=== block 1 ===
==> block_1/floorplan.png <==
Scale bar: 20 um. Pins as bars on the die edge.
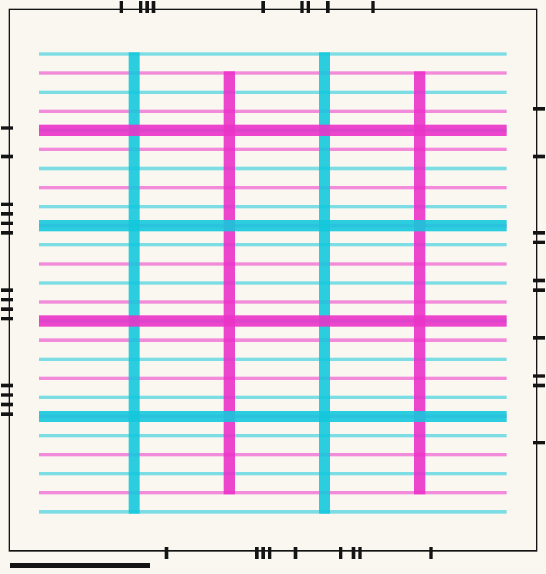

===== config.mk =====
export PLATFORM = sky130hd
export DESIGN_NAME = rotating_xbar_unroll_buffer
export DESIGN_NICKNAME = d
export VERILOG_FILES = /design/src/rtl/rotating_xbar_unroll_buffer.sv
export SDC_FILE = /design/constraint.sdc
export NUM_CORES = 1
export LEC_CHECK = 0
export CAP_MARGIN = 20
export CORE_AREA = 4 4 71 73
export CTS_CLUSTER_SIZE = 10
export DETAILED_ROUTE_END_ITERATION = 10
export DIE_AREA = 0 0 75 77
export PLACE_DENSITY_LB_ADDON = 0.05
export SLEW_MARGIN = 20
export SYNTH_ARGS = -nofsm -noshare
export SYNTH_HDL_FRONTEND = slang
export SYNTH_SLANG_ARGS = --single-unit

===== constraint.sdc =====
create_clock -name clk_i -period 2.93 [get_ports clk_i]
set_clock_uncertainty 0.15 [all_clocks]
set_input_delay 0.293 -clock clk_i [delete_from_list [all_inputs] [get_ports clk_i]]
set_output_delay 0.293 -clock clk_i [all_outputs]
set_load 0.05 [all_outputs]

===== src/rtl/rotating_xbar_unroll_buffer.sv =====
// Undoes the lane rotation applied by the rotating crossbar and holds results in a
// 2-entry elastic buffer with valid/ready on both sides.
module rotating_xbar_unroll_buffer #(
    parameter int NUM_DATA   = 4,
    parameter int DATA_WIDTH = 4
) (
    input  logic                                 clk_i,
    input  logic                                 rst_i,
    input  logic [NUM_DATA-1:0][DATA_WIDTH-1:0]  input_vector_i,
    input  logic [$clog2(NUM_DATA)-1:0]          start_select_i,
    input  logic                                 input_valid_i,
    output logic                                 input_ready_o,
    output logic [NUM_DATA-1:0][DATA_WIDTH-1:0]  output_vector_o,
    output logic                                 output_valid_o,
    input  logic                                 output_ready_i,
    output logic [1:0]                           occupancy_o
);

    localparam int SEL_W = $clog2(NUM_DATA);

    // Handshake: a beat moves on either side only in a cycle where valid and ready
    // are both high at the rising edge; valid must hold its data until accepted.

    logic [NUM_DATA-1:0][DATA_WIDTH-1:0] unrolled;
    logic [NUM_DATA-1:0][DATA_WIDTH-1:0] mem_q [2];
    logic [SEL_W-1:0]                    src_idx;

    logic       wr_q, wr_d;
    logic       rd_q, rd_d;
    logic [1:0] count_q, count_d;
    logic       push, pop;

    // Output lane k came from rotated lane (k - select), wrapping in SEL_W bits.
    always_comb begin
        unrolled = '0;
        src_idx  = '0;
        for (int k = 0; k < NUM_DATA; k++) begin
            src_idx     = SEL_W'(k) - start_select_i;
            unrolled[k] = input_vector_i[src_idx];
        end
    end

    // Ready depends only on the stored count, never on output_ready_i.
    assign input_ready_o   = rst_i | (count_q != 2'd2);
    assign output_valid_o  = ~rst_i & (count_q != 2'd0);
    assign occupancy_o     = rst_i ? 2'd0 : count_q;
    assign output_vector_o = output_valid_o ? mem_q[rd_q] : '0;

    assign push = input_valid_i & input_ready_o;
    assign pop  = output_valid_o & output_ready_i;

    always_comb begin
        wr_d    = wr_q;
        rd_d    = rd_q;
        count_d = count_q;
        if (push) wr_d = ~wr_q;
        if (pop)  rd_d = ~rd_q;
        case ({push, pop})
            2'b10:   count_d = count_q + 2'd1;
            2'b01:   count_d = count_q - 2'd1;
            default: count_d = count_q;
        endcase
    end

    always_ff @(posedge clk_i) begin
        if (rst_i) begin
            wr_q    <= 1'b0;
            rd_q    <= 1'b0;
            count_q <= 2'd0;
        end else begin
            wr_q    <= wr_d;
            rd_q    <= rd_d;
            count_q <= count_d;
        end
    end

    // Storage is written only on an accepted beat, so idle inputs cannot disturb it.
    always_ff @(posedge clk_i) begin
        if (push && !rst_i) begin
            mem_q[wr_q] <= unrolled;
        end
    end

endmodule


=== block 2 ===
--- src/rtl/cu_de_hazard_stage.sv ---
// Decode->Execute control register with load-use hazard detection, bubble insertion and freeze.
// Optional bubble statistics counters are enabled by defining STALL_STATS_EN.
module cu_de_hazard_stage #(
  parameter int REG_ADDR_W = 5,
  parameter int ALUCTRL_W  = 3,
  parameter int CNT_W      = 32
) (
  input  logic                  clk,
  input  logic                  rst,
  input  logic                  RegWriteD,
  input  logic [1:0]            ResultSrcD,
  input  logic                  MemWriteD,
  input  logic                  JumpD,
  input  logic                  BranchD,
  input  logic [ALUCTRL_W-1:0]  ALUControlD,
  input  logic                  ALUSrcD,
  input  logic [REG_ADDR_W-1:0] Rs1D,
  input  logic [REG_ADDR_W-1:0] Rs2D,
  input  logic [REG_ADDR_W-1:0] RdD,
  input  logic                  ValidD,
  input  logic                  ExtStall,
  input  logic                  PCSrcE,
  output logic                  RegWriteE,
  output logic [1:0]            ResultSrcE,
  output logic                  MemWriteE,
  output logic                  JumpE,
  output logic                  BranchE,
  output logic [ALUCTRL_W-1:0]  ALUControlE,
  output logic                  ALUSrcE,
  output logic [REG_ADDR_W-1:0] Rs1E,
  output logic [REG_ADDR_W-1:0] Rs2E,
  output logic [REG_ADDR_W-1:0] RdE,
  output logic                  ValidE,
  output logic                  StallF,
  output logic                  StallD,
  output logic                  FlushD,
  output logic [CNT_W-1:0]      LwBubbleCnt,
  output logic [CNT_W-1:0]      FlushBubbleCnt
);

  localparam logic [1:0] RESULT_LOAD = 2'b01;

  logic lwStall;
  logic insertBubble;

  // x0 is hardwired to zero, so a load targeting it never creates a dependency.
  assign lwStall = ValidE & ValidD & (ResultSrcE == RESULT_LOAD) & (RdE != '0) &
                   ((RdE == Rs1D) | (RdE == Rs2D));
  assign StallF       = lwStall | ExtStall;
  assign StallD       = lwStall | ExtStall;
  assign FlushD       = PCSrcE & ~ExtStall;
  assign insertBubble = PCSrcE | lwStall;

  always_ff @(posedge clk) begin
    if (rst) begin
      RegWriteE   <= 1'b0;
      ResultSrcE  <= '0;
      MemWriteE   <= 1'b0;
      JumpE       <= 1'b0;
      BranchE     <= 1'b0;
      ALUControlE <= '0;
      ALUSrcE     <= 1'b0;
      Rs1E        <= '0;
      Rs2E        <= '0;
      RdE         <= '0;
      ValidE      <= 1'b0;
    end else if (!ExtStall) begin
      // A frozen pipeline keeps E untouched; hazards are re-evaluated once it thaws.
      if (insertBubble) begin
        RegWriteE   <= 1'b0;
        ResultSrcE  <= '0;
        MemWriteE   <= 1'b0;
        JumpE       <= 1'b0;
        BranchE     <= 1'b0;
        ALUControlE <= '0;
        ALUSrcE     <= 1'b0;
        Rs1E        <= '0;
        Rs2E        <= '0;
        RdE         <= '0;
        ValidE      <= 1'b0;
      end else begin
        RegWriteE   <= RegWriteD;
        ResultSrcE  <= ResultSrcD;
        MemWriteE   <= MemWriteD;
        JumpE       <= JumpD;
        BranchE     <= BranchD;
        ALUControlE <= ALUControlD;
        ALUSrcE     <= ALUSrcD;
        Rs1E        <= Rs1D;
        Rs2E        <= Rs2D;
        RdE         <= RdD;
        ValidE      <= ValidD;
      end
    end
  end

`ifdef STALL_STATS_EN
  logic [CNT_W-1:0] lwBubbleCntReg;
  logic [CNT_W-1:0] flushBubbleCntReg;

  // A bubble caused by a taken branch is attributed to the flush, even if a load-use coincides.
  always_ff @(posedge clk) begin
    if (rst) begin
      lwBubbleCntReg    <= '0;
      flushBubbleCntReg <= '0;
    end else if (!ExtStall) begin
      if (PCSrcE) begin
        flushBubbleCntReg <= flushBubbleCntReg + 1'b1;
      end else if (lwStall) begin
        lwBubbleCntReg <= lwBubbleCntReg + 1'b1;
      end
    end
  end

  assign LwBubbleCnt    = lwBubbleCntReg;
  assign FlushBubbleCnt = flushBubbleCntReg;
`else
  assign LwBubbleCnt    = '0;
  assign FlushBubbleCnt = '0;
`endif

endmodule

--- config.mk ---
export PLATFORM = sky130hd
export DESIGN_NAME = cu_de_hazard_stage
export DESIGN_NICKNAME = d
export VERILOG_FILES = /design/src/rtl/cu_de_hazard_stage.sv
export SDC_FILE = /design/constraint.sdc
export NUM_CORES = 1
export LEC_CHECK = 0
export ABC_AREA = 1
export CORE_AREA = 2 2 88 69
export CTS_CLUSTER_DIAMETER = 40
export DETAILED_ROUTE_END_ITERATION = 8
export DIE_AREA = 0 0 90 71
export HOLD_SLACK_MARGIN = 0.06
export PLACE_DENSITY = 0.8
export SLEW_MARGIN = 20
export SYNTH_ARGS = -nofsm -noshare
export SYNTH_HDL_FRONTEND = slang
export SYNTH_SLANG_ARGS = --single-unit
--- constraint.sdc ---
create_clock -name clk -period 1.5 [get_ports clk]
set_input_delay 0.15 -clock clk [delete_from_list [all_inputs] [get_ports clk]]
set_output_delay 0.15 -clock clk [all_outputs]
set_load 0.01 [all_outputs]
==> block_1/m3.png <==
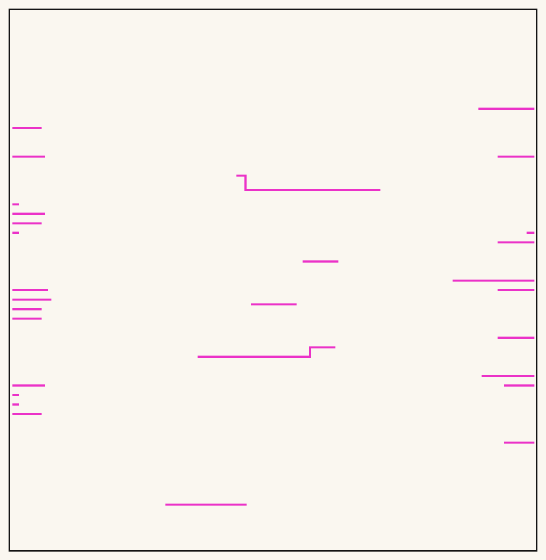
nets with wire on the layer	26
main direction	horizontal
share of all routed wire	4.9%
longest straight run	19.1 um
total number of vias: 1180
Final Routed Wirelength: 3.40 mm
M3 GR Usage: 3.14%

==> block_1/m2.png <==
Scale bar: 20 um.
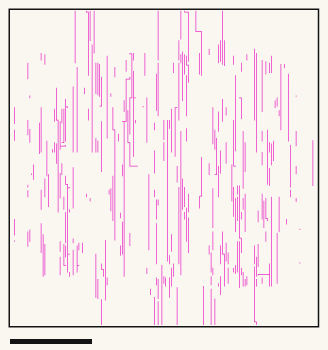
main direction	vertical
longest straight run	37.7 um
nets with wire on the layer	161
M2 GR Usage: 19.9%

## Picture notes: block_1/floorplan.png
color	net
cyan	VSS
magenta	VDD
met5 straps	4
rows	24
met4 straps	4
met1 rails	25

==> reports/metrics.cfg, block 1 <==
[outcome]
status = completed

[grt]
gr-usage-all-layers_pct = 12.3
grt_max_degree = 17

[setup_path]
crit_slowest_cell = clkdlybuf4s50_1
crit_buf_inv = 2
startpoint_type = input pin
r2r_start = count_q[1]
critical_path.most_common_cell = clkdlybuf4s50_1

[logic_synthesis]
postSynthSeqShare_pct = 55.4
synth_cell_types = 26
synth.avg_cell_area_sq_um = 16.0
synthSimpleGateAreaFrac_pct = 7.44
topCellsByArea = edfxtp_1 50%, mux4_1 16%, mux2i_1 8.4%, dfxtp_1 5.2%, mux4_2 4.7%
edf_count = 32
synthArstFlopShare_pct = 0

[finish]
final_cell_mix = 32 x edfxtp_1, 24 x clkdlybuf4s50_1, 23 x buf_4, 19 x nor2_1, 16 x mux2i_1
seq_area_sq_um = 1060
n_all_buffers = 47
fin_util_pct = 55.4
largest_reg_flops = 32

[placement]
pre_cts_ws_ns = 0.428

[die]
core_sq_um = 4350

[cts]
clkSlewWorstSetupHoldPaths_ns = 0.07
ctsResizeCount = 0

[worst_hold_path]
hold_path_depth = 2

[power_and_ir_drop]
irDropWorstVdd_v = 0.000183
p_leak_nw = 0.888
power.group.top = sequential cells

[detailed_routing]
antenna_left = 0

==> block_2/layers.png <==
Scale bar: 20 um. Two of the layers only.
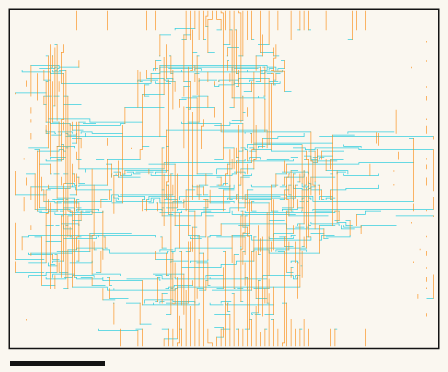
color	layer	wire length
orange	M2	2360 um
cyan	M1	1980 um
total number of vias: 1704
WL/cell: 11.0 um
Total GRT Usage: 14.0%
Final Routed Wirelength: 4.67 mm

==> block_2/m2.png <==
Scale bar: 20 um.
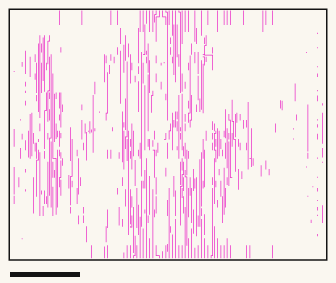
longest straight run	35.4 um
nets with wire on the layer	315
main direction	vertical

==> reports/metrics.cfg, block 2 <==
[placement]
io_buffers = 58
place_inst = 420

[setup_path]
crit_path_cell_trace = inv_2, buf_4, nand4_1, nand4_1, inv_2, nand2_4, nand2_4, buf_6
path_delay_family = flip-flops
arrival_ns = 1.36

[timing]
finalCriticalPeriod_ns = 1.51
setup_ws_ns = -0.00575
final-setup-viol-count = 2
fin_skew_ns = 0.00246
rsz0062_at_grt = true

[logic_synthesis]
synth_area_sq_um = 2040
ys_cells = 283
logic_family = buffers and inverters

[detailed_routing]
wl_met3_um = 324
routed.top_layer = met3
dr.first_iter.drc_count = 58

[outcome]
status = complete, but fails checks
violations = negative setup slack

[grt]
met3_usage_pct = 4.05

[finish]
combGateArea_sq_um = 1060
ff_count = 26

[worst_hold_path]
hold_path_depth = 2


=== block 3 ===
==> block_3/clock_nets.png <==
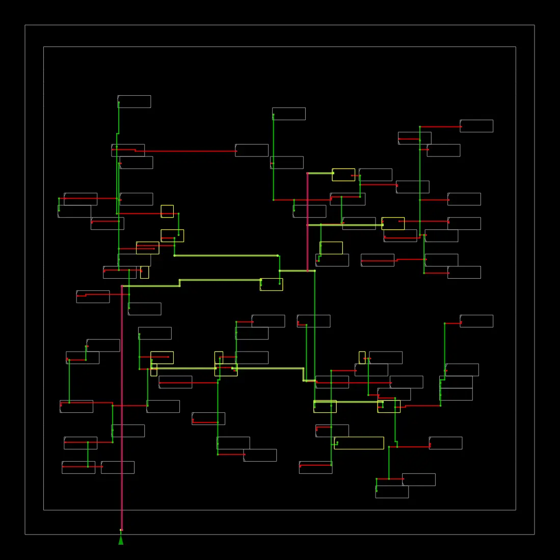

File: src/rtl/mm_con_pkg.sv
// Shared types and helpers for the mm_con_hs interconnect.
package mm_con_pkg;

    // Transaction FSM: waiting for a master request, or holding a slave selected.
    typedef enum logic {
        S_IDLE   = 1'b0,
        S_ACCESS = 1'b1
    } state_t;

    // Read data returned to the master on a decode error or timeout.
    localparam int unsigned ERR_RDATA = 0;

    // Ceiling log2 with a minimum of 1, used to size indices and counters.
    function automatic int clog2(input int value);
        int width;
        width = 1;
        while ((1 << width) < value) begin
            width++;
        end
        return width;
    endfunction

endpackage

File: src/rtl/mm_con_tmo.sv
// Timeout counter: counts cycles spent waiting for a slave acknowledge and
// flags the last permitted cycle.
module mm_con_tmo
    import mm_con_pkg::*;
#(
    parameter int TIMEOUT_CYCLES = 16
) (
    input  logic clk_sys_i,
    input  logic rst_i,
    input  logic clr,
    input  logic en,
    output logic expire
);

    localparam int CNT_W = clog2(TIMEOUT_CYCLES);
    typedef logic [CNT_W-1:0] cnt_t;
    localparam cnt_t CNT_LAST = cnt_t'(TIMEOUT_CYCLES - 1);

    cnt_t cnt_q;

    // Count waiting cycles; cleared on reset and at the start of each access.
    always_ff @(posedge clk_sys_i) begin
        // NOTE: sequential state uses non-blocking assignments so every flop
        // samples the pre-edge values, independent of block ordering.
        if (rst_i || clr) begin
            cnt_q <= '0;
        end else if (en) begin
            cnt_q <= cnt_q + 1'b1;
        end
    end

    // The access is abandoned at the edge that ends cycle TIMEOUT_CYCLES.
    assign expire = en && (cnt_q == CNT_LAST);

endmodule

File: src/rtl/mm_con_hs.sv
// Memory-mapped interconnect: one master, NUM_SLAVES register slaves on fixed
// power-of-two windows, request/acknowledge handshake with timeout and a
// saturating error counter. All outputs are registered.
module mm_con_hs
    import mm_con_pkg::*;
#(
    parameter int MM_ADDR_WIDTH  = 8,
    parameter int MM_DATA_WIDTH  = 16,
    parameter int NUM_SLAVES     = 5,
    parameter int SLV_WIN_BITS   = 4,
    parameter int TIMEOUT_CYCLES = 16,
    parameter int ERR_CNT_WIDTH  = 8
) (
    input  logic                                clk_sys_i,
    input  logic                                rst_i,
    input  logic [MM_ADDR_WIDTH-1:0]            m_addr_i,
    input  logic [MM_DATA_WIDTH-1:0]            m_wdata_i,
    input  logic                                m_we_i,
    input  logic                                m_req_i,
    output logic [MM_DATA_WIDTH-1:0]            m_rdata_o,
    output logic                                m_ack_o,
    output logic                                m_err_o,
    output logic                                m_busy_o,
    output logic [ERR_CNT_WIDTH-1:0]            m_err_cnt_o,
    output logic [MM_ADDR_WIDTH-1:0]            s_addr_o,
    output logic [MM_DATA_WIDTH-1:0]            s_wdata_o,
    output logic                                s_we_o,
    output logic [NUM_SLAVES-1:0]               s_sel_o,
    input  logic [NUM_SLAVES*MM_DATA_WIDTH-1:0] s_rdata_i,
    input  logic [NUM_SLAVES-1:0]               s_ack_i
);

    localparam int IDX_W = MM_ADDR_WIDTH - SLV_WIN_BITS;
    typedef logic [IDX_W:0]        idx_ext_t;
    typedef logic [NUM_SLAVES-1:0] sel_t;
    localparam idx_ext_t NUM_SLAVES_EXT = idx_ext_t'(NUM_SLAVES);

    state_t                     state_q;
    state_t                     state_d;
    logic [MM_DATA_WIDTH-1:0]   rdata_d;
    logic                       ack_d;
    logic                       err_d;
    logic                       busy_d;
    logic [ERR_CNT_WIDTH-1:0]   err_cnt_d;
    logic [MM_ADDR_WIDTH-1:0]   addr_d;
    logic [MM_DATA_WIDTH-1:0]   wdata_d;
    logic                       we_d;
    sel_t                       sel_d;

    logic [IDX_W-1:0]           idx_req;
    logic [IDX_W-1:0]           idx_q;
    logic                       req_valid;
    sel_t                       req_onehot;
    logic                       ack_hit;
    logic [MM_DATA_WIDTH-1:0]   slv_rdata;
    logic                       tmo_clr;
    logic                       tmo_en;
    logic                       tmo_expire;
    logic                       err_inc;

    // Decode of the incoming request and of the transaction in flight.
    assign idx_req    = m_addr_i[MM_ADDR_WIDTH-1:SLV_WIN_BITS];
    assign req_valid  = {1'b0, idx_req} < NUM_SLAVES_EXT;
    assign req_onehot = sel_t'(1) << idx_req;
    assign idx_q      = s_addr_o[MM_ADDR_WIDTH-1:SLV_WIN_BITS];
    // Only the selected slave's ack counts; others are masked by the select.
    assign ack_hit    = |(s_ack_i & s_sel_o);
    assign slv_rdata  = s_rdata_i[int'(idx_q)*MM_DATA_WIDTH +: MM_DATA_WIDTH];

    mm_con_tmo #(
        .TIMEOUT_CYCLES (TIMEOUT_CYCLES)
    ) u_tmo (
        .clk_sys_i (clk_sys_i),
        .rst_i     (rst_i),
        .clr       (tmo_clr),
        .en        (tmo_en),
        .expire    (tmo_expire)
    );

    // Next-state and next-output logic for the transaction FSM.
    always_comb begin
        // NOTE: every signal gets a default first so no path leaves it
        // unassigned, which would otherwise infer a latch.
        state_d   = state_q;
        rdata_d   = m_rdata_o;
        ack_d     = 1'b0;
        err_d     = 1'b0;
        addr_d    = s_addr_o;
        wdata_d   = s_wdata_o;
        we_d      = s_we_o;
        sel_d     = s_sel_o;
        tmo_clr   = 1'b0;
        tmo_en    = 1'b0;
        err_inc   = 1'b0;
        err_cnt_d = m_err_cnt_o;

        unique case (state_q)
            S_IDLE: begin
                if (m_req_i) begin
                    addr_d  = m_addr_i;
                    wdata_d = m_wdata_i;
                    if (req_valid) begin
                        state_d = S_ACCESS;
                        sel_d   = req_onehot;
                        we_d    = m_we_i;
                        tmo_clr = 1'b1;
                    end else begin
                        ack_d   = 1'b1;
                        err_d   = 1'b1;
                        rdata_d = MM_DATA_WIDTH'(ERR_RDATA);
                        err_inc = 1'b1;
                    end
                end
            end
            S_ACCESS: begin
                tmo_en = 1'b1;
                // An ack on the final timeout cycle still wins.
                if (ack_hit) begin
                    state_d = S_IDLE;
                    sel_d   = '0;
                    we_d    = 1'b0;
                    ack_d   = 1'b1;
                    if (!s_we_o) begin
                        rdata_d = slv_rdata;
                    end
                end else if (tmo_expire) begin
                    state_d = S_IDLE;
                    sel_d   = '0;
                    we_d    = 1'b0;
                    ack_d   = 1'b1;
                    err_d   = 1'b1;
                    rdata_d = MM_DATA_WIDTH'(ERR_RDATA);
                    err_inc = 1'b1;
                end
            end
            default: state_d = S_IDLE;
        endcase

        if (err_inc && (m_err_cnt_o != '1)) begin
            err_cnt_d = m_err_cnt_o + 1'b1;
        end

        busy_d = (state_d == S_ACCESS);
    end

    // State and registered outputs, all cleared by synchronous reset.
    always_ff @(posedge clk_sys_i) begin
        if (rst_i) begin
            state_q     <= S_IDLE;
            m_rdata_o   <= '0;
            m_ack_o     <= 1'b0;
            m_err_o     <= 1'b0;
            m_busy_o    <= 1'b0;
            m_err_cnt_o <= '0;
            s_addr_o    <= '0;
            s_wdata_o   <= '0;
            s_we_o      <= 1'b0;
            s_sel_o     <= '0;
        end else begin
            state_q     <= state_d;
            m_rdata_o   <= rdata_d;
            m_ack_o     <= ack_d;
            m_err_o     <= err_d;
            m_busy_o    <= busy_d;
            m_err_cnt_o <= err_cnt_d;
            s_addr_o    <= addr_d;
            s_wdata_o   <= wdata_d;
            s_we_o      <= we_d;
            s_sel_o     <= sel_d;
        end
    end

endmodule

File: config.mk
export PLATFORM = sky130hd
export DESIGN_NAME = mm_con_hs
export DESIGN_NICKNAME = d
export VERILOG_FILES = /design/src/rtl/mm_con_pkg.sv /design/src/rtl/mm_con_tmo.sv /design/src/rtl/mm_con_hs.sv
export SDC_FILE = /design/constraint.sdc
export NUM_CORES = 1
export LEC_CHECK = 0
export ABC_CLOCK_PERIOD_IN_PS = 2200
export CELL_PAD_IN_SITES_DETAIL_PLACEMENT = 1
export CELL_PAD_IN_SITES_GLOBAL_PLACEMENT = 1
export CORE_MARGIN = 4
export CORE_UTILIZATION = 27
export DETAILED_ROUTE_END_ITERATION = 16
export PLACE_DENSITY = 0.82
export SLEW_MARGIN = 20
export SYNTH_ARGS = -nofsm -noshare
export SYNTH_HDL_FRONTEND = slang
export SYNTH_SLANG_ARGS = --single-unit
File: constraint.sdc
create_clock -name clk_sys_i -period 2.2 [get_ports clk_sys_i]
set_input_delay 0.33 -clock clk_sys_i [delete_from_list [all_inputs] [get_ports clk_sys_i]]
set_output_delay 0.33 -clock clk_sys_i [all_outputs]
set_load 0.01 [all_outputs]
=== block 4 ===
===== config.mk =====
export PLATFORM = sky130hd
export DESIGN_NAME = stream_demux_1to2
export DESIGN_NICKNAME = d
export VERILOG_FILES = /design/src/rtl/stream_demux_1to2.sv
export SDC_FILE = /design/constraint.sdc
export NUM_CORES = 1
export LEC_CHECK = 0
export CAP_MARGIN = 30
export CORE_ASPECT_RATIO = 0.75
export CORE_MARGIN = 4
export CORE_UTILIZATION = 45
export CTS_CLUSTER_SIZE = 16
export DETAILED_ROUTE_END_ITERATION = 6
export PLACE_DENSITY = 0.78
export SLEW_MARGIN = 20
export SYNTH_ARGS = -nofsm -noshare
export SYNTH_HDL_FRONTEND = slang
export SYNTH_HIERARCHICAL = 1
export SYNTH_SLANG_ARGS = --single-unit
export TNS_END_PERCENT = 30

===== constraint.sdc =====
create_clock -name clk -period 1.9 [get_ports clk]
set_input_delay 0.38 -clock clk [delete_from_list [all_inputs] [get_ports clk]]
set_output_delay 0.38 -clock clk [all_outputs]
set_load 0.01 [all_outputs]

===== src/rtl/stream_demux_1to2.sv =====
// Registered 1-to-2 stream demultiplexer: each accepted word is steered by
// in_sel into one of two independent 2-entry lane FIFOs with delivery counters.

module stream_demux_lane #(
  parameter int WIDTH = 8,
  parameter int CNT_W = 16
) (
  input  logic             clk,
  input  logic             rst_n,
  input  logic             i_push,
  input  logic [WIDTH-1:0] i_data,
  input  logic             i_pop_rdy,
  output logic             o_full,
  output logic             o_valid,
  output logic [WIDTH-1:0] o_data,
  output logic [CNT_W-1:0] o_cnt
);
  logic [1:0][WIDTH-1:0] r_mem;
  logic                  r_wr_ptr;
  logic                  r_rd_ptr;
  logic [1:0]            r_occ;
  logic [WIDTH-1:0]      r_last;
  logic [CNT_W-1:0]      r_cnt;
  logic                  w_pop;

  assign o_valid = (r_occ != 2'd0);
  assign o_full  = (r_occ == 2'd2);
  assign w_pop   = o_valid && i_pop_rdy;
  // An empty lane keeps showing the word it last delivered.
  assign o_data  = o_valid ? r_mem[r_rd_ptr] : r_last;
  assign o_cnt   = r_cnt;

  always_ff @(posedge clk or negedge rst_n) begin
    if (!rst_n) begin
      r_mem    <= '0;
      r_wr_ptr <= 1'b0;
      r_rd_ptr <= 1'b0;
      r_occ    <= 2'd0;
      r_last   <= '0;
      r_cnt    <= '0;
    end else begin
      if (i_push) begin
        r_mem[r_wr_ptr] <= i_data;
        r_wr_ptr        <= ~r_wr_ptr;
      end
      if (w_pop) begin
        r_last   <= r_mem[r_rd_ptr];
        r_rd_ptr <= ~r_rd_ptr;
        r_cnt    <= r_cnt + CNT_W'(1);
      end
      unique case ({i_push, w_pop})
        2'b10:   r_occ <= r_occ + 2'd1;
        2'b01:   r_occ <= r_occ - 2'd1;
        default: r_occ <= r_occ;
      endcase
    end
  end
endmodule

module stream_demux_1to2 #(
  parameter int WIDTH = 8,
  parameter int CNT_W = 16
) (
  input  logic             clk,
  input  logic             rst_n,
  input  logic             in_valid,
  output logic             in_ready,
  input  logic [WIDTH-1:0] in_data,
  input  logic             in_sel,
  output logic             out0_valid,
  input  logic             out0_ready,
  output logic [WIDTH-1:0] out0_data,
  output logic             out1_valid,
  input  logic             out1_ready,
  output logic [WIDTH-1:0] out1_data,
  output logic [CNT_W-1:0] cnt0,
  output logic [CNT_W-1:0] cnt1
);
  localparam int NUM_LANES = 2;

  logic [NUM_LANES-1:0]            w_sel_oh;
  logic [NUM_LANES-1:0]            w_push;
  logic [NUM_LANES-1:0]            w_full;
  logic [NUM_LANES-1:0]            w_valid;
  logic [NUM_LANES-1:0]            w_pop_rdy;
  logic [NUM_LANES-1:0][WIDTH-1:0] w_data;
  logic [NUM_LANES-1:0][CNT_W-1:0] w_cnt;
  logic                            w_accept;

  // Ready depends only on the selected lane's registered fullness, never on
  // the downstream ready inputs, so a freed slot is usable one cycle later.
  assign w_sel_oh  = {in_sel, ~in_sel};
  assign in_ready  = ~w_full[in_sel];
  assign w_accept  = in_valid && in_ready;
  assign w_push    = {NUM_LANES{w_accept}} & w_sel_oh;
  assign w_pop_rdy = {out1_ready, out0_ready};

  for (genvar g = 0; g < NUM_LANES; g++) begin : g_lane
    stream_demux_lane #(
      .WIDTH (WIDTH),
      .CNT_W (CNT_W)
    ) u_lane (
      .clk       (clk),
      .rst_n     (rst_n),
      .i_push    (w_push[g]),
      .i_data    (in_data),
      .i_pop_rdy (w_pop_rdy[g]),
      .o_full    (w_full[g]),
      .o_valid   (w_valid[g]),
      .o_data    (w_data[g]),
      .o_cnt     (w_cnt[g])
    );
  end

  assign out0_valid = w_valid[0];
  assign out1_valid = w_valid[1];
  assign out0_data  = w_data[0];
  assign out1_data  = w_data[1];
  assign cnt0       = w_cnt[0];
  assign cnt1       = w_cnt[1];
endmodule



==> gallery <==
Signal wires on met3.
shot_01.png
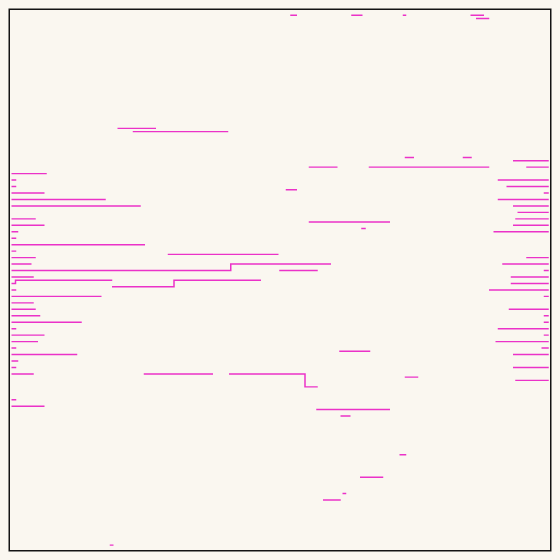
shot_02.png
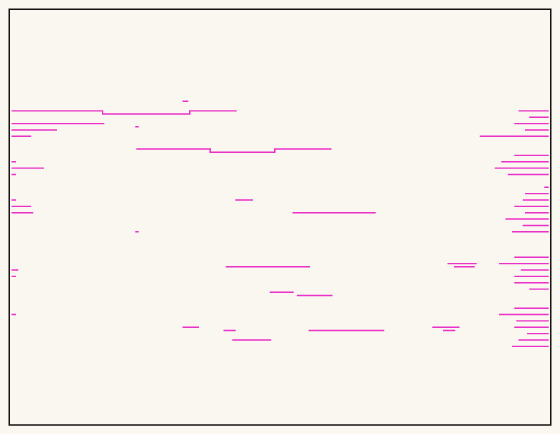
Block 3 is shot_01.png.
Block 4 is shot_02.png.

==> block_4/m2.png <==
Scale bar: 20 um.
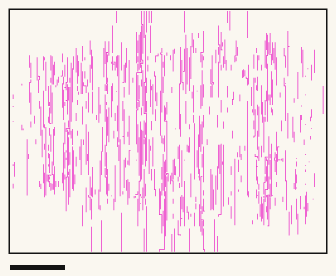
nets with wire on the layer	379
longest straight run	34.3 um
wire length on this layer	3710 um
share of all routed wire	47%
main direction	vertical

==> reports/metrics.cfg, block 4 <==
[outcome]
status = complete, but fails checks
violations = negative setup slack

[power_and_ir_drop]
swShare_pct = 33.5

[setup_path]
reg2reg_depth = 7

[worst_hold_path]
hold_end = g_lane[1].u_lane/r_last[0]

[cts]
clkLatencyLatePin_ns = 0.33

[timing]
setup_ws_ns = -0.0223
final-setup-viol-count = 5
rsz0062_at_grt = true

[grt]
grt_use_met2_pct = 26.9
grt_first_pass_wirelength_mm = 13.4

[logic_synthesis]
adder_share_pct = 1.29

[finish]
lay_top_count = dfrtp_1
comb_share_pct = 32.4

[die]
dieArea_sq_um = 10200

==> block_3/m2.png <==
Scale bar: 20 um.
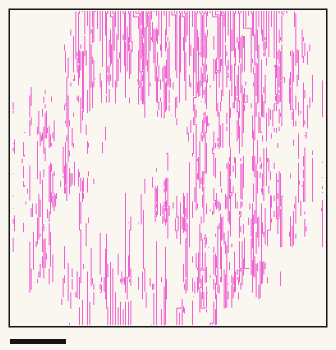
nets with wire on the layer	580
longest straight run	35.9 um
main direction	vertical

## Picture notes: block_3/clock_nets.png
Worst-Skew Late Latency: 0.34 ns
CTS Buf Count: 9
clk pwr: 0.000994 W

==> reports/metrics.cfg, block 3 <==
[grt]
grt.busiest_layer = met2

[finish]
nClkBuffers = 12
num-multi-input-gates = 254
largest_class = buffers
fin_util_pct = 47.3
buf_share_pct = 36.5

[logic_synthesis]
synth_cell_types = 41
top_area_cell = dfxtp_1
ys_cells = 347

[power_and_ir_drop]
p_total_w = 0.00278
seq_power_share_pct = 42.3
p_seq_w = 0.00118

[detailed_routing]
routed.top_layer = met4
dr.first_iter.drc_count = 121

[setup_path]
r2r_end = m_err_cnt_o[7]
crit_path_cell_trace = clkdlybuf4s50_1, a222oi_1, nand3_2, a2111oi_4, mux2_1
startpoint_type = input pin
crit_path_end_kind = register
reg2reg_slack_ns = 0.26

[timing]
final-setup-viol-count = 0
report.final.slew_viol_count = 0

[cts]
clkSlewWorstSetupHoldPaths_ns = 0.07

[outcome]
status = completed


=== block 5 ===
==> block_5/m2.png <==
Scale bar: 20 um.
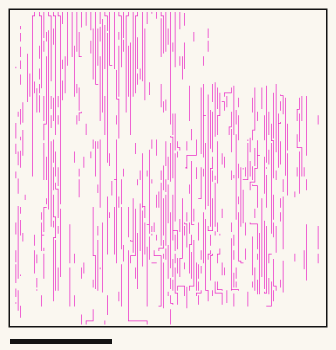

$ cat src/rtl/bus_arb_pkg.sv
// bus_arb_pkg: shared definitions for the CPU/DMA bus arbiter.
//   arb_state_t : arbiter state encoding (S_CPU, S_DMA, S_HOLD)
//   ARB_CW      : width of the burst and hold counters
//   AW, DW      : bus address / data widths, shared with the CPU top
package bus_arb_pkg;

  typedef enum logic [1:0] {
    S_CPU  = 2'd0,
    S_DMA  = 2'd1,
    S_HOLD = 2'd2
  } arb_state_t;

  localparam int ARB_CW = 8;
  localparam int AW     = 16;
  localparam int DW     = 8;

endpackage

$ cat src/rtl/bus_arb_cnt.sv
// arb_cnt: loadable up/down counter with enable and compare flags.
// Ports:
//   clk, rst  : clock, asynchronous active-high reset (count -> 0)
//   load      : load load_val (has priority over en)
//   load_val  : value loaded on load
//   en        : count one step in the direction given by up
//   up        : 1 = count up, 0 = count down
//   cmp_val   : compare value for is_cmp
//   cnt       : current count
//   is_zero   : cnt == 0
//   is_cmp    : cnt == cmp_val
// The count never wraps: it holds at all-ones going up and at 0 going down.
module arb_cnt
  import bus_arb_pkg::*;
#(
  parameter int CW = ARB_CW
) (
  input  logic          clk,
  input  logic          rst,
  input  logic          load,
  input  logic [CW-1:0] load_val,
  input  logic          en,
  input  logic          up,
  input  logic [CW-1:0] cmp_val,
  output logic [CW-1:0] cnt,
  output logic          is_zero,
  output logic          is_cmp
);

  logic [CW-1:0] cnt_q, cnt_d;

  always_comb begin
    cnt_d = cnt_q;
    if (load) begin
      cnt_d = load_val;
    end else if (en) begin
      if (up && (cnt_q != '1)) begin
        cnt_d = cnt_q + CW'(1);
      end else if (!up && (cnt_q != '0)) begin
        cnt_d = cnt_q - CW'(1);
      end
    end
  end

  always_ff @(posedge clk or posedge rst) begin
    if (rst) begin
      cnt_q <= '0;
    end else begin
      cnt_q <= cnt_d;
    end
  end

  assign cnt     = cnt_q;
  assign is_zero = (cnt_q == '0);
  assign is_cmp  = (cnt_q == cmp_val);

endmodule

$ cat src/rtl/bus_arb.sv
// bus_arb: shares the 65C02 memory bus between the CPU and one DMA requester.
// The CPU is paused through RDY while DMA owns the bus. DMA bursts are capped
// at MAX_BURST transfers, after which the CPU gets at least CPU_MIN completed
// cycles before DMA can be granted again.
// Ports:
//   clk, RST                  : clock, asynchronous active-high reset
//   cpu_ad/cpu_do/cpu_we      : CPU bus request
//   cpu_sync                  : CPU opcode-fetch marker (only with BUS_ARB_SYNC_EN)
//   cpu_rdy                   : CPU RDY, 0 pauses the core
//   ext_rdy                   : memory ready, 0 inserts a wait state
//   dma_req                   : DMA bus request (level)
//   dma_ad/dma_do/dma_we      : DMA bus request
//   dma_gnt                   : DMA owns the bus this cycle
//   dma_ack                   : a DMA transfer completes this cycle
//   mem_ad/mem_do/mem_we      : shared memory bus
// Build option: BUS_ARB_SYNC_EN -- grant DMA only on CPU opcode-fetch cycles.
module bus_arb
  import bus_arb_pkg::*;
#(
  parameter int MAX_BURST = 16,
  parameter int CPU_MIN   = 4
) (
  input  logic          clk,
  input  logic          RST,
  input  logic [AW-1:0] cpu_ad,
  input  logic [DW-1:0] cpu_do,
  input  logic          cpu_we,
  input  logic          cpu_sync,
  output logic          cpu_rdy,
  input  logic          ext_rdy,
  input  logic          dma_req,
  input  logic [AW-1:0] dma_ad,
  input  logic [DW-1:0] dma_do,
  input  logic          dma_we,
  output logic          dma_gnt,
  output logic          dma_ack,
  output logic [AW-1:0] mem_ad,
  output logic [DW-1:0] mem_do,
  output logic          mem_we
);

  arb_state_t state_q, state_d;

  logic grant_ok;
  logic burst_load, burst_en, burst_last, burst_zero;
  logic hold_load, hold_en, hold_zero, hold_cmp;
  logic [ARB_CW-1:0] burst_cnt, hold_cnt;
  logic unused_flags;

`ifdef BUS_ARB_SYNC_EN
  // Only hand the bus over at an instruction boundary.
  assign grant_ok = dma_req & cpu_sync;
`else
  logic unused_sync;
  assign grant_ok    = dma_req;
  assign unused_sync = cpu_sync;
`endif

  always_comb begin
    state_d    = state_q;
    burst_load = 1'b0;
    hold_load  = 1'b0;
    case (state_q)
      S_CPU: begin
        if (grant_ok) begin
          state_d    = S_DMA;
          burst_load = 1'b1;
        end
      end
      S_DMA: begin
        // A dropped request releases even during a wait state.
        if (!dma_req || (ext_rdy && burst_last)) begin
          state_d   = S_HOLD;
          hold_load = 1'b1;
        end
      end
      S_HOLD: begin
        if (hold_zero && ext_rdy) begin
          state_d = S_CPU;
        end
      end
      default: state_d = S_CPU;
    endcase
  end

  always_ff @(posedge clk or posedge RST) begin
    if (RST) begin
      state_q <= S_CPU;
    end else begin
      state_q <= state_d;
    end
  end

  // The final transfer of a full burst is not counted, so the burst count
  // tops out at MAX_BURST-1.
  assign burst_en = (state_q == S_DMA) && ext_rdy && !burst_last;
  assign hold_en  = (state_q == S_HOLD) && ext_rdy;

  arb_cnt #(.CW(ARB_CW)) u_burst_cnt (
    .clk      (clk),
    .rst      (RST),
    .load     (burst_load),
    .load_val ('0),
    .en       (burst_en),
    .up       (1'b1),
    .cmp_val  (ARB_CW'(MAX_BURST - 1)),
    .cnt      (burst_cnt),
    .is_zero  (burst_zero),
    .is_cmp   (burst_last)
  );

  arb_cnt #(.CW(ARB_CW)) u_hold_cnt (
    .clk      (clk),
    .rst      (RST),
    .load     (hold_load),
    .load_val (ARB_CW'(CPU_MIN - 1)),
    .en       (hold_en),
    .up       (1'b0),
    .cmp_val  ('0),
    .cnt      (hold_cnt),
    .is_zero  (hold_zero),
    .is_cmp   (hold_cmp)
  );

  assign unused_flags = burst_zero ^ hold_cmp ^ (^burst_cnt) ^ (^hold_cnt);

  // Outputs depend on the registered state only, never on dma_req.
  always_comb begin
    mem_ad  = cpu_ad;
    mem_do  = cpu_do;
    mem_we  = cpu_we & ext_rdy;
    cpu_rdy = ext_rdy;
    dma_gnt = 1'b0;
    dma_ack = 1'b0;
    if (state_q == S_DMA) begin
      mem_ad  = dma_ad;
      mem_do  = dma_do;
      mem_we  = dma_we;
      cpu_rdy = 1'b0;
      dma_gnt = 1'b1;
      dma_ack = ext_rdy;
    end
  end

endmodule
$ cat config.mk
export PLATFORM = sky130hd
export DESIGN_NAME = bus_arb
export DESIGN_NICKNAME = d
export VERILOG_FILES = /design/src/rtl/bus_arb_pkg.sv /design/src/rtl/bus_arb_cnt.sv /design/src/rtl/bus_arb.sv
export SDC_FILE = /design/constraint.sdc
export NUM_CORES = 1
export LEC_CHECK = 0
export ABC_AREA = 1
export CORE_UTILIZATION = 43
export CTS_CLUSTER_SIZE = 30
export DETAILED_ROUTE_END_ITERATION = 8
export GPL_TIMING_DRIVEN = 0
export HOLD_SLACK_MARGIN = 0.06
export PLACE_DENSITY = 0.87
export RECOVER_POWER = 25
export SLEW_MARGIN = 20
export SYNTH_ARGS = -nofsm -noshare
export SYNTH_HDL_FRONTEND = slang
export SYNTH_SLANG_ARGS = --single-unit
$ cat constraint.sdc
create_clock -name clk -period 3.05 [get_ports clk]
set_clock_uncertainty 0.15 [all_clocks]
set_input_delay 0.305 -clock clk [delete_from_list [all_inputs] [get_ports clk]]
set_output_delay 0.305 -clock clk [all_outputs]
set_load 0.01 [all_outputs]
=== block 6 ===
### src/rtl/fwd_hazard_if.sv
// ID-side decode fields into the forwarding/hazard unit and its EX bypass selects back out.
// master = decode/pipeline side, slave = fwd_hazard_unit.
interface fwd_hazard_if #(
   parameter int RA_W  = 5,
   parameter int DEPTH = 3,
   parameter int CNT_W = 32,
   localparam int SEL_W = $clog2(DEPTH + 1)
);
   logic             id_valid;
   logic [RA_W-1:0]  id_rs1;
   logic [RA_W-1:0]  id_rs2;
   logic             id_rs1_used;
   logic             id_rs2_used;
   logic [RA_W-1:0]  id_rd;
   logic             id_rd_we;
   logic             id_is_load;
   logic             flush;
   logic             id_stall;
   logic [SEL_W-1:0] ex_fwd1_sel;
   logic [SEL_W-1:0] ex_fwd2_sel;
   logic [CNT_W-1:0] stall_cnt;

   modport master (
      output id_valid, id_rs1, id_rs2, id_rs1_used, id_rs2_used,
             id_rd, id_rd_we, id_is_load, flush,
      input  id_stall, ex_fwd1_sel, ex_fwd2_sel, stall_cnt
   );

   modport slave (
      input  id_valid, id_rs1, id_rs2, id_rs1_used, id_rs2_used,
             id_rd, id_rd_we, id_is_load, flush,
      output id_stall, ex_fwd1_sel, ex_fwd2_sel, stall_cnt
   );
endinterface

### src/rtl/fwd_hazard_unit.sv
// Scoreboard forwarding/hazard unit: DEPTH-entry producer history, distance-encoded EX bypass selects
// (registered, 1 cycle after issue), combinational load-use stall to IF/ID, saturating stall counter.
module fwd_hazard_unit #(
   parameter int DEPTH     = 3,
   parameter int LOAD_DIST = 2,
   parameter int RA_W      = 5,
   parameter int CNT_W     = 32,
   localparam int SEL_W    = $clog2(DEPTH + 1)
) (
   input  logic clk,
   input  logic rst,
   fwd_hazard_if.slave bus
);

   logic             h_v  [1:DEPTH];
   logic             h_we [1:DEPTH];
   logic             h_ld [1:DEPTH];
   logic [RA_W-1:0]  h_rd [1:DEPTH];

   logic [SEL_W-1:0] sel1, sel2;
   logic             haz1, haz2;
   logic             stall, issue;
   logic [SEL_W-1:0] fwd1_q, fwd2_q;
   logic [CNT_W-1:0] cnt_q;

   // Scan oldest to youngest so the youngest matching producer overwrites older ones.
   always_comb begin
      sel1 = '0;
      sel2 = '0;
      haz1 = 1'b0;
      haz2 = 1'b0;
      for (int k = DEPTH; k >= 1; k--) begin
         if (h_v[k] && h_we[k] && bus.id_rs1_used && bus.id_rs1 != '0 && h_rd[k] == bus.id_rs1) begin
            sel1 = SEL_W'(k);
            haz1 = h_ld[k] && (k < LOAD_DIST);
         end
         if (h_v[k] && h_we[k] && bus.id_rs2_used && bus.id_rs2 != '0 && h_rd[k] == bus.id_rs2) begin
            sel2 = SEL_W'(k);
            haz2 = h_ld[k] && (k < LOAD_DIST);
         end
      end
   end

   assign stall = bus.id_valid && !bus.flush && (haz1 || haz2);
   assign issue = bus.id_valid && !stall && !bus.flush;

   always_ff @(posedge clk) begin
      if (!rst) begin
         for (int k = 1; k <= DEPTH; k++) begin
            h_v[k]  <= 1'b0;
            h_we[k] <= 1'b0;
            h_ld[k] <= 1'b0;
            h_rd[k] <= '0;
         end
         fwd1_q <= '0;
         fwd2_q <= '0;
         cnt_q  <= '0;
      end else begin
         for (int k = DEPTH; k >= 2; k--) begin
            h_v[k]  <= h_v[k-1];
            h_we[k] <= h_we[k-1];
            h_ld[k] <= h_ld[k-1];
            h_rd[k] <= h_rd[k-1];
         end
         // x0 is never a producer, so its we bit is dropped on entry.
         h_v[1]  <= issue;
         h_we[1] <= bus.id_rd_we && (bus.id_rd != '0);
         h_ld[1] <= bus.id_is_load;
         h_rd[1] <= bus.id_rd;
         fwd1_q  <= issue ? sel1 : '0;
         fwd2_q  <= issue ? sel2 : '0;
         if (stall && cnt_q != {CNT_W{1'b1}})
            cnt_q <= cnt_q + 1'b1;
      end
   end

   assign bus.id_stall    = stall;
   assign bus.ex_fwd1_sel = fwd1_q;
   assign bus.ex_fwd2_sel = fwd2_q;
   assign bus.stall_cnt   = cnt_q;

endmodule

### src/flat_wrapper.sv
// flat-port wrapper written by rule: the top's interface ports become plain ports
module fwd_hazard_unit_flat 
#(
   parameter int DEPTH     = 3,
   parameter int LOAD_DIST = 2,
   parameter int RA_W      = 5,
   parameter int CNT_W     = 32,
   localparam int SEL_W    = $clog2(DEPTH + 1)
)
  (clk, rst, bus_id_valid, bus_id_rs1, bus_id_rs2, bus_id_rs1_used, bus_id_rs2_used, bus_id_rd, bus_id_rd_we, bus_id_is_load, bus_flush, bus_id_stall, bus_ex_fwd1_sel, bus_ex_fwd2_sel, bus_stall_cnt);
  fwd_hazard_if #(.RA_W(RA_W), .DEPTH(DEPTH), .CNT_W(CNT_W)) bus_i ();
  input  logic clk;
  input  logic rst;
  input wire logic [$bits(bus_i.id_valid)-1:0] bus_id_valid;
  input wire logic [$bits(bus_i.id_rs1)-1:0] bus_id_rs1;
  input wire logic [$bits(bus_i.id_rs2)-1:0] bus_id_rs2;
  input wire logic [$bits(bus_i.id_rs1_used)-1:0] bus_id_rs1_used;
  input wire logic [$bits(bus_i.id_rs2_used)-1:0] bus_id_rs2_used;
  input wire logic [$bits(bus_i.id_rd)-1:0] bus_id_rd;
  input wire logic [$bits(bus_i.id_rd_we)-1:0] bus_id_rd_we;
  input wire logic [$bits(bus_i.id_is_load)-1:0] bus_id_is_load;
  input wire logic [$bits(bus_i.flush)-1:0] bus_flush;
  output wire logic [$bits(bus_i.id_stall)-1:0] bus_id_stall;
  output wire logic [$bits(bus_i.ex_fwd1_sel)-1:0] bus_ex_fwd1_sel;
  output wire logic [$bits(bus_i.ex_fwd2_sel)-1:0] bus_ex_fwd2_sel;
  output wire logic [$bits(bus_i.stall_cnt)-1:0] bus_stall_cnt;
  assign bus_i.id_valid = bus_id_valid;
  assign bus_i.id_rs1 = bus_id_rs1;
  assign bus_i.id_rs2 = bus_id_rs2;
  assign bus_i.id_rs1_used = bus_id_rs1_used;
  assign bus_i.id_rs2_used = bus_id_rs2_used;
  assign bus_i.id_rd = bus_id_rd;
  assign bus_i.id_rd_we = bus_id_rd_we;
  assign bus_i.id_is_load = bus_id_is_load;
  assign bus_i.flush = bus_flush;
  assign bus_id_stall = bus_i.id_stall;
  assign bus_ex_fwd1_sel = bus_i.ex_fwd1_sel;
  assign bus_ex_fwd2_sel = bus_i.ex_fwd2_sel;
  assign bus_stall_cnt = bus_i.stall_cnt;
  fwd_hazard_unit #(.DEPTH(DEPTH), .LOAD_DIST(LOAD_DIST), .RA_W(RA_W), .CNT_W(CNT_W)) u_core (.clk(clk), .rst(rst), .bus(bus_i));
endmodule
### config.mk
export PLATFORM = sky130hd
export DESIGN_NAME = fwd_hazard_unit_flat
export DESIGN_NICKNAME = d
export VERILOG_FILES = /design/src/rtl/fwd_hazard_if.sv /design/src/rtl/fwd_hazard_unit.sv /design/src/flat_wrapper.sv
export SDC_FILE = /design/constraint.sdc
export NUM_CORES = 1
export LEC_CHECK = 0
export CORE_MARGIN = 2
export CORE_UTILIZATION = 35
export CTS_BUF_LIST = sky130_fd_sc_hd__clkbuf_8
export DETAILED_ROUTE_END_ITERATION = 8
export PLACE_DENSITY = 0.57
export SLEW_MARGIN = 40
export SYNTH_ARGS = -nofsm -noshare
export SYNTH_HDL_FRONTEND = slang
export SYNTH_SLANG_ARGS = --single-unit
### constraint.sdc
create_clock -name clk -period 2.3 [get_ports clk]
set_input_delay 0.46 -clock clk [delete_from_list [all_inputs] [get_ports clk]]
set_output_delay 0.46 -clock clk [all_outputs]
set_load 0.01 [all_outputs]
==> block_6/m2.png <==
Scale bar: 20 um.
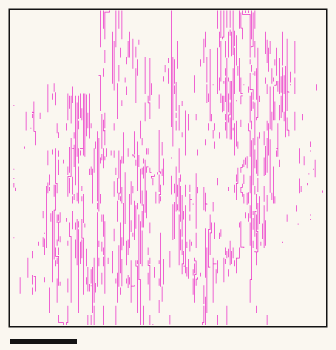
nets with wire on the layer	369
longest straight run	41.5 um
share of all routed wire	45%
M2 GR Usage: 24.5%
Final Routed Wirelength: 7.06 mm
total number of vias: 2634

==> reports/metrics.cfg, block 6 <==
[setup_path]
crit_buf_inv = 3
r2r_end = u_core.bus.stall_cnt[1]
crit_slowest_cell = or4_4

[logic_synthesis]
topCellsByArea = dfxtp_1 41%, xnor2_1 9.2%, and2_1 5.1%, nand4_1 4.0%, a21oi_1 3.7%
ys_area_sq_um = 2840

[cts]
h-tree-depth = 3
cts_tree = done

[finish]
clock_tree_area_fraction_pct = 4.28
sh_seq_area_pct = 29.2

[detailed_routing]
wl_met3_um = 322

[outcome]
status = completed

[grt]
grt_overflow = 0
antenna_found_initial = 0

[placement]
gp_congestion = 0.892
place_inst = 499

==> block_5/clock_nets.png <==
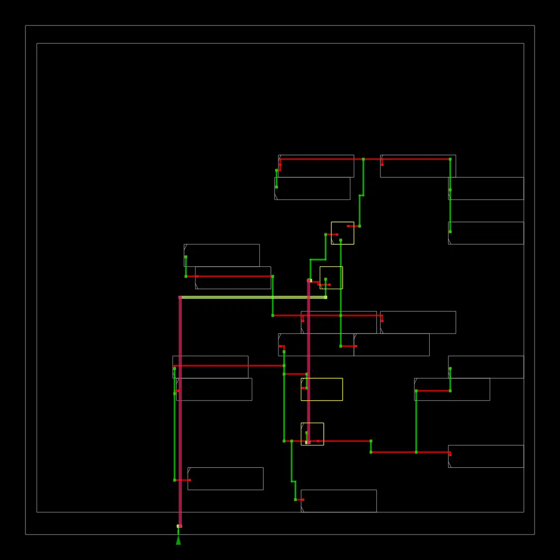
clk pwr: 0.000156 W
CTS Sinks: 18

==> block_5/floorplan.png <==
Scale bar: 20 um. Pins as bars on the die edge.
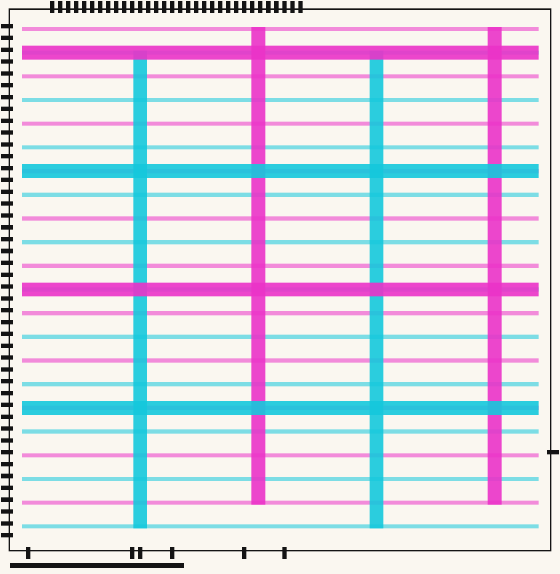
color	net
cyan	VSS
magenta	VDD
met4 straps	4
rows	21
met1 rails	22
signal pins	83

## Picture notes: block_5/m2.png
main direction	vertical
nets with wire on the layer	310

==> reports/metrics.cfg, block 5 <==
[logic_synthesis]
ys_cells = 254
top_cell = nand2_1
mux_share_pct = 0
synth_flops = 18
postSynthSeqShare_pct = 29.1

[grt]
grt_first_pass_wirelength_mm = 7.07
antenna_found_initial = 0

[setup_path]
r2r_start = u_burst_cnt.cnt[0]
crit_path_cell_trace = nand2_4, clkbuf_1, nand2_1, nand2_1, clkdlybuf4s50_1
crit_slowest_cell = clkdlybuf4s50_1
path_delay_family = buffers and inverters

[power_and_ir_drop]
p_sw_w = 0.000829
combPwrFrac_pct = 68.7
power.group.top = combinational logic
pg_comb_w = 0.00123
internal_power_w = 0.000961

[detailed_routing]
vias = 1856
routed.top_layer = met4
drc = 0

[timing]
final-setup-viol-count = 0
rsz0062_at_grt = false

[outcome]
status = completed

[finish]
clock_tree_area_fraction_pct = 1.48

[placement]
gp_congestion = 0.807

[cts]
cts_root_buffer = clkbuf_4

[run]
tool_warnings = 28

[worst_hold_path]
min_from = u_hold_cnt.cnt[0]

[die]
die_w_um = 62.0


==> gallery <==
Signal wires on met3.
picture 1
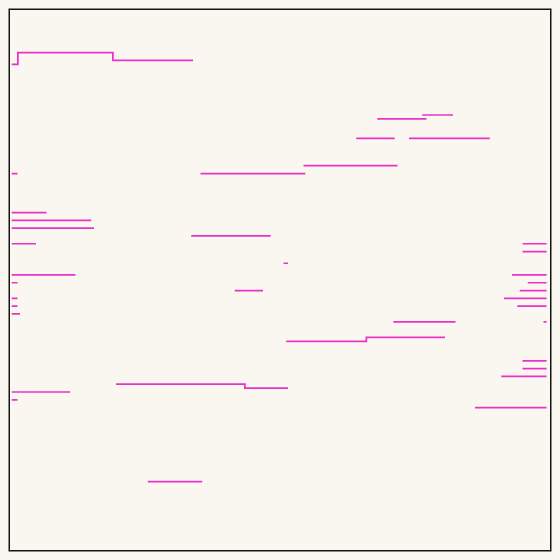
picture 2
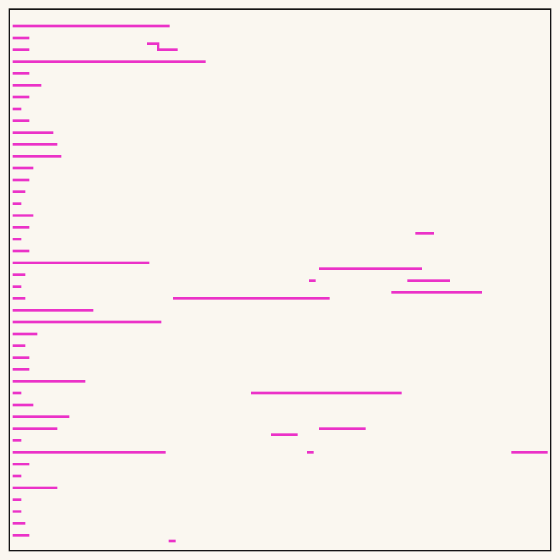
block 6 -> picture 1
block 5 -> picture 2

Key to picture 2:
main direction	horizontal
wire length on this layer	259 um
share of all routed wire	5.8%



==> layout pictures side by side <==
Signal wires by layer.
Scale bar: 20 um. Two of the layers only.
image #1
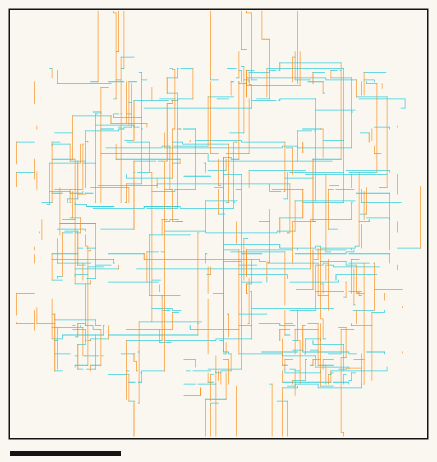
image #2
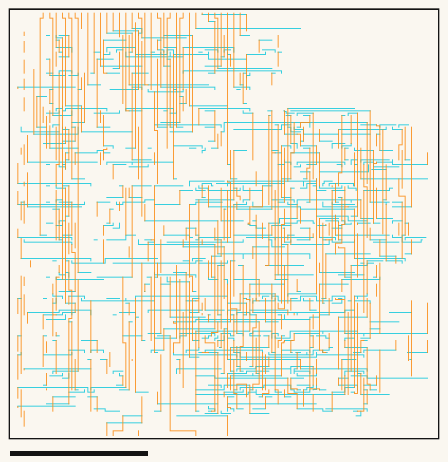
image #3
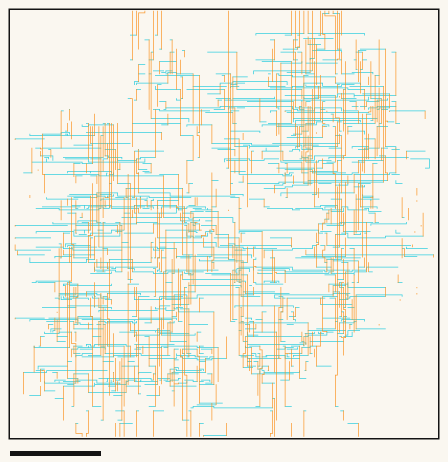
image #4
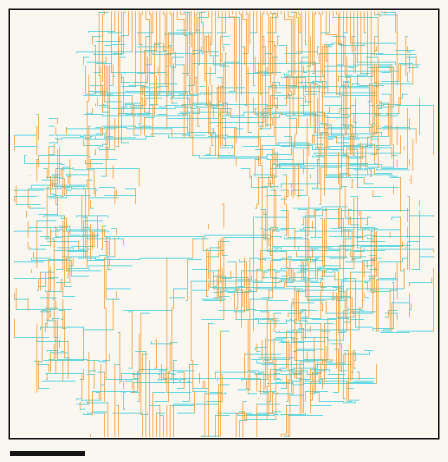
- block 3 = image #4
- block 6 = image #3
- block 5 = image #2
- block 1 = image #1

Key to image #1:
color	layer	wire length
cyan	M1	1470 um
orange	M2	1720 um

Power and IR drop assume default switching activity.
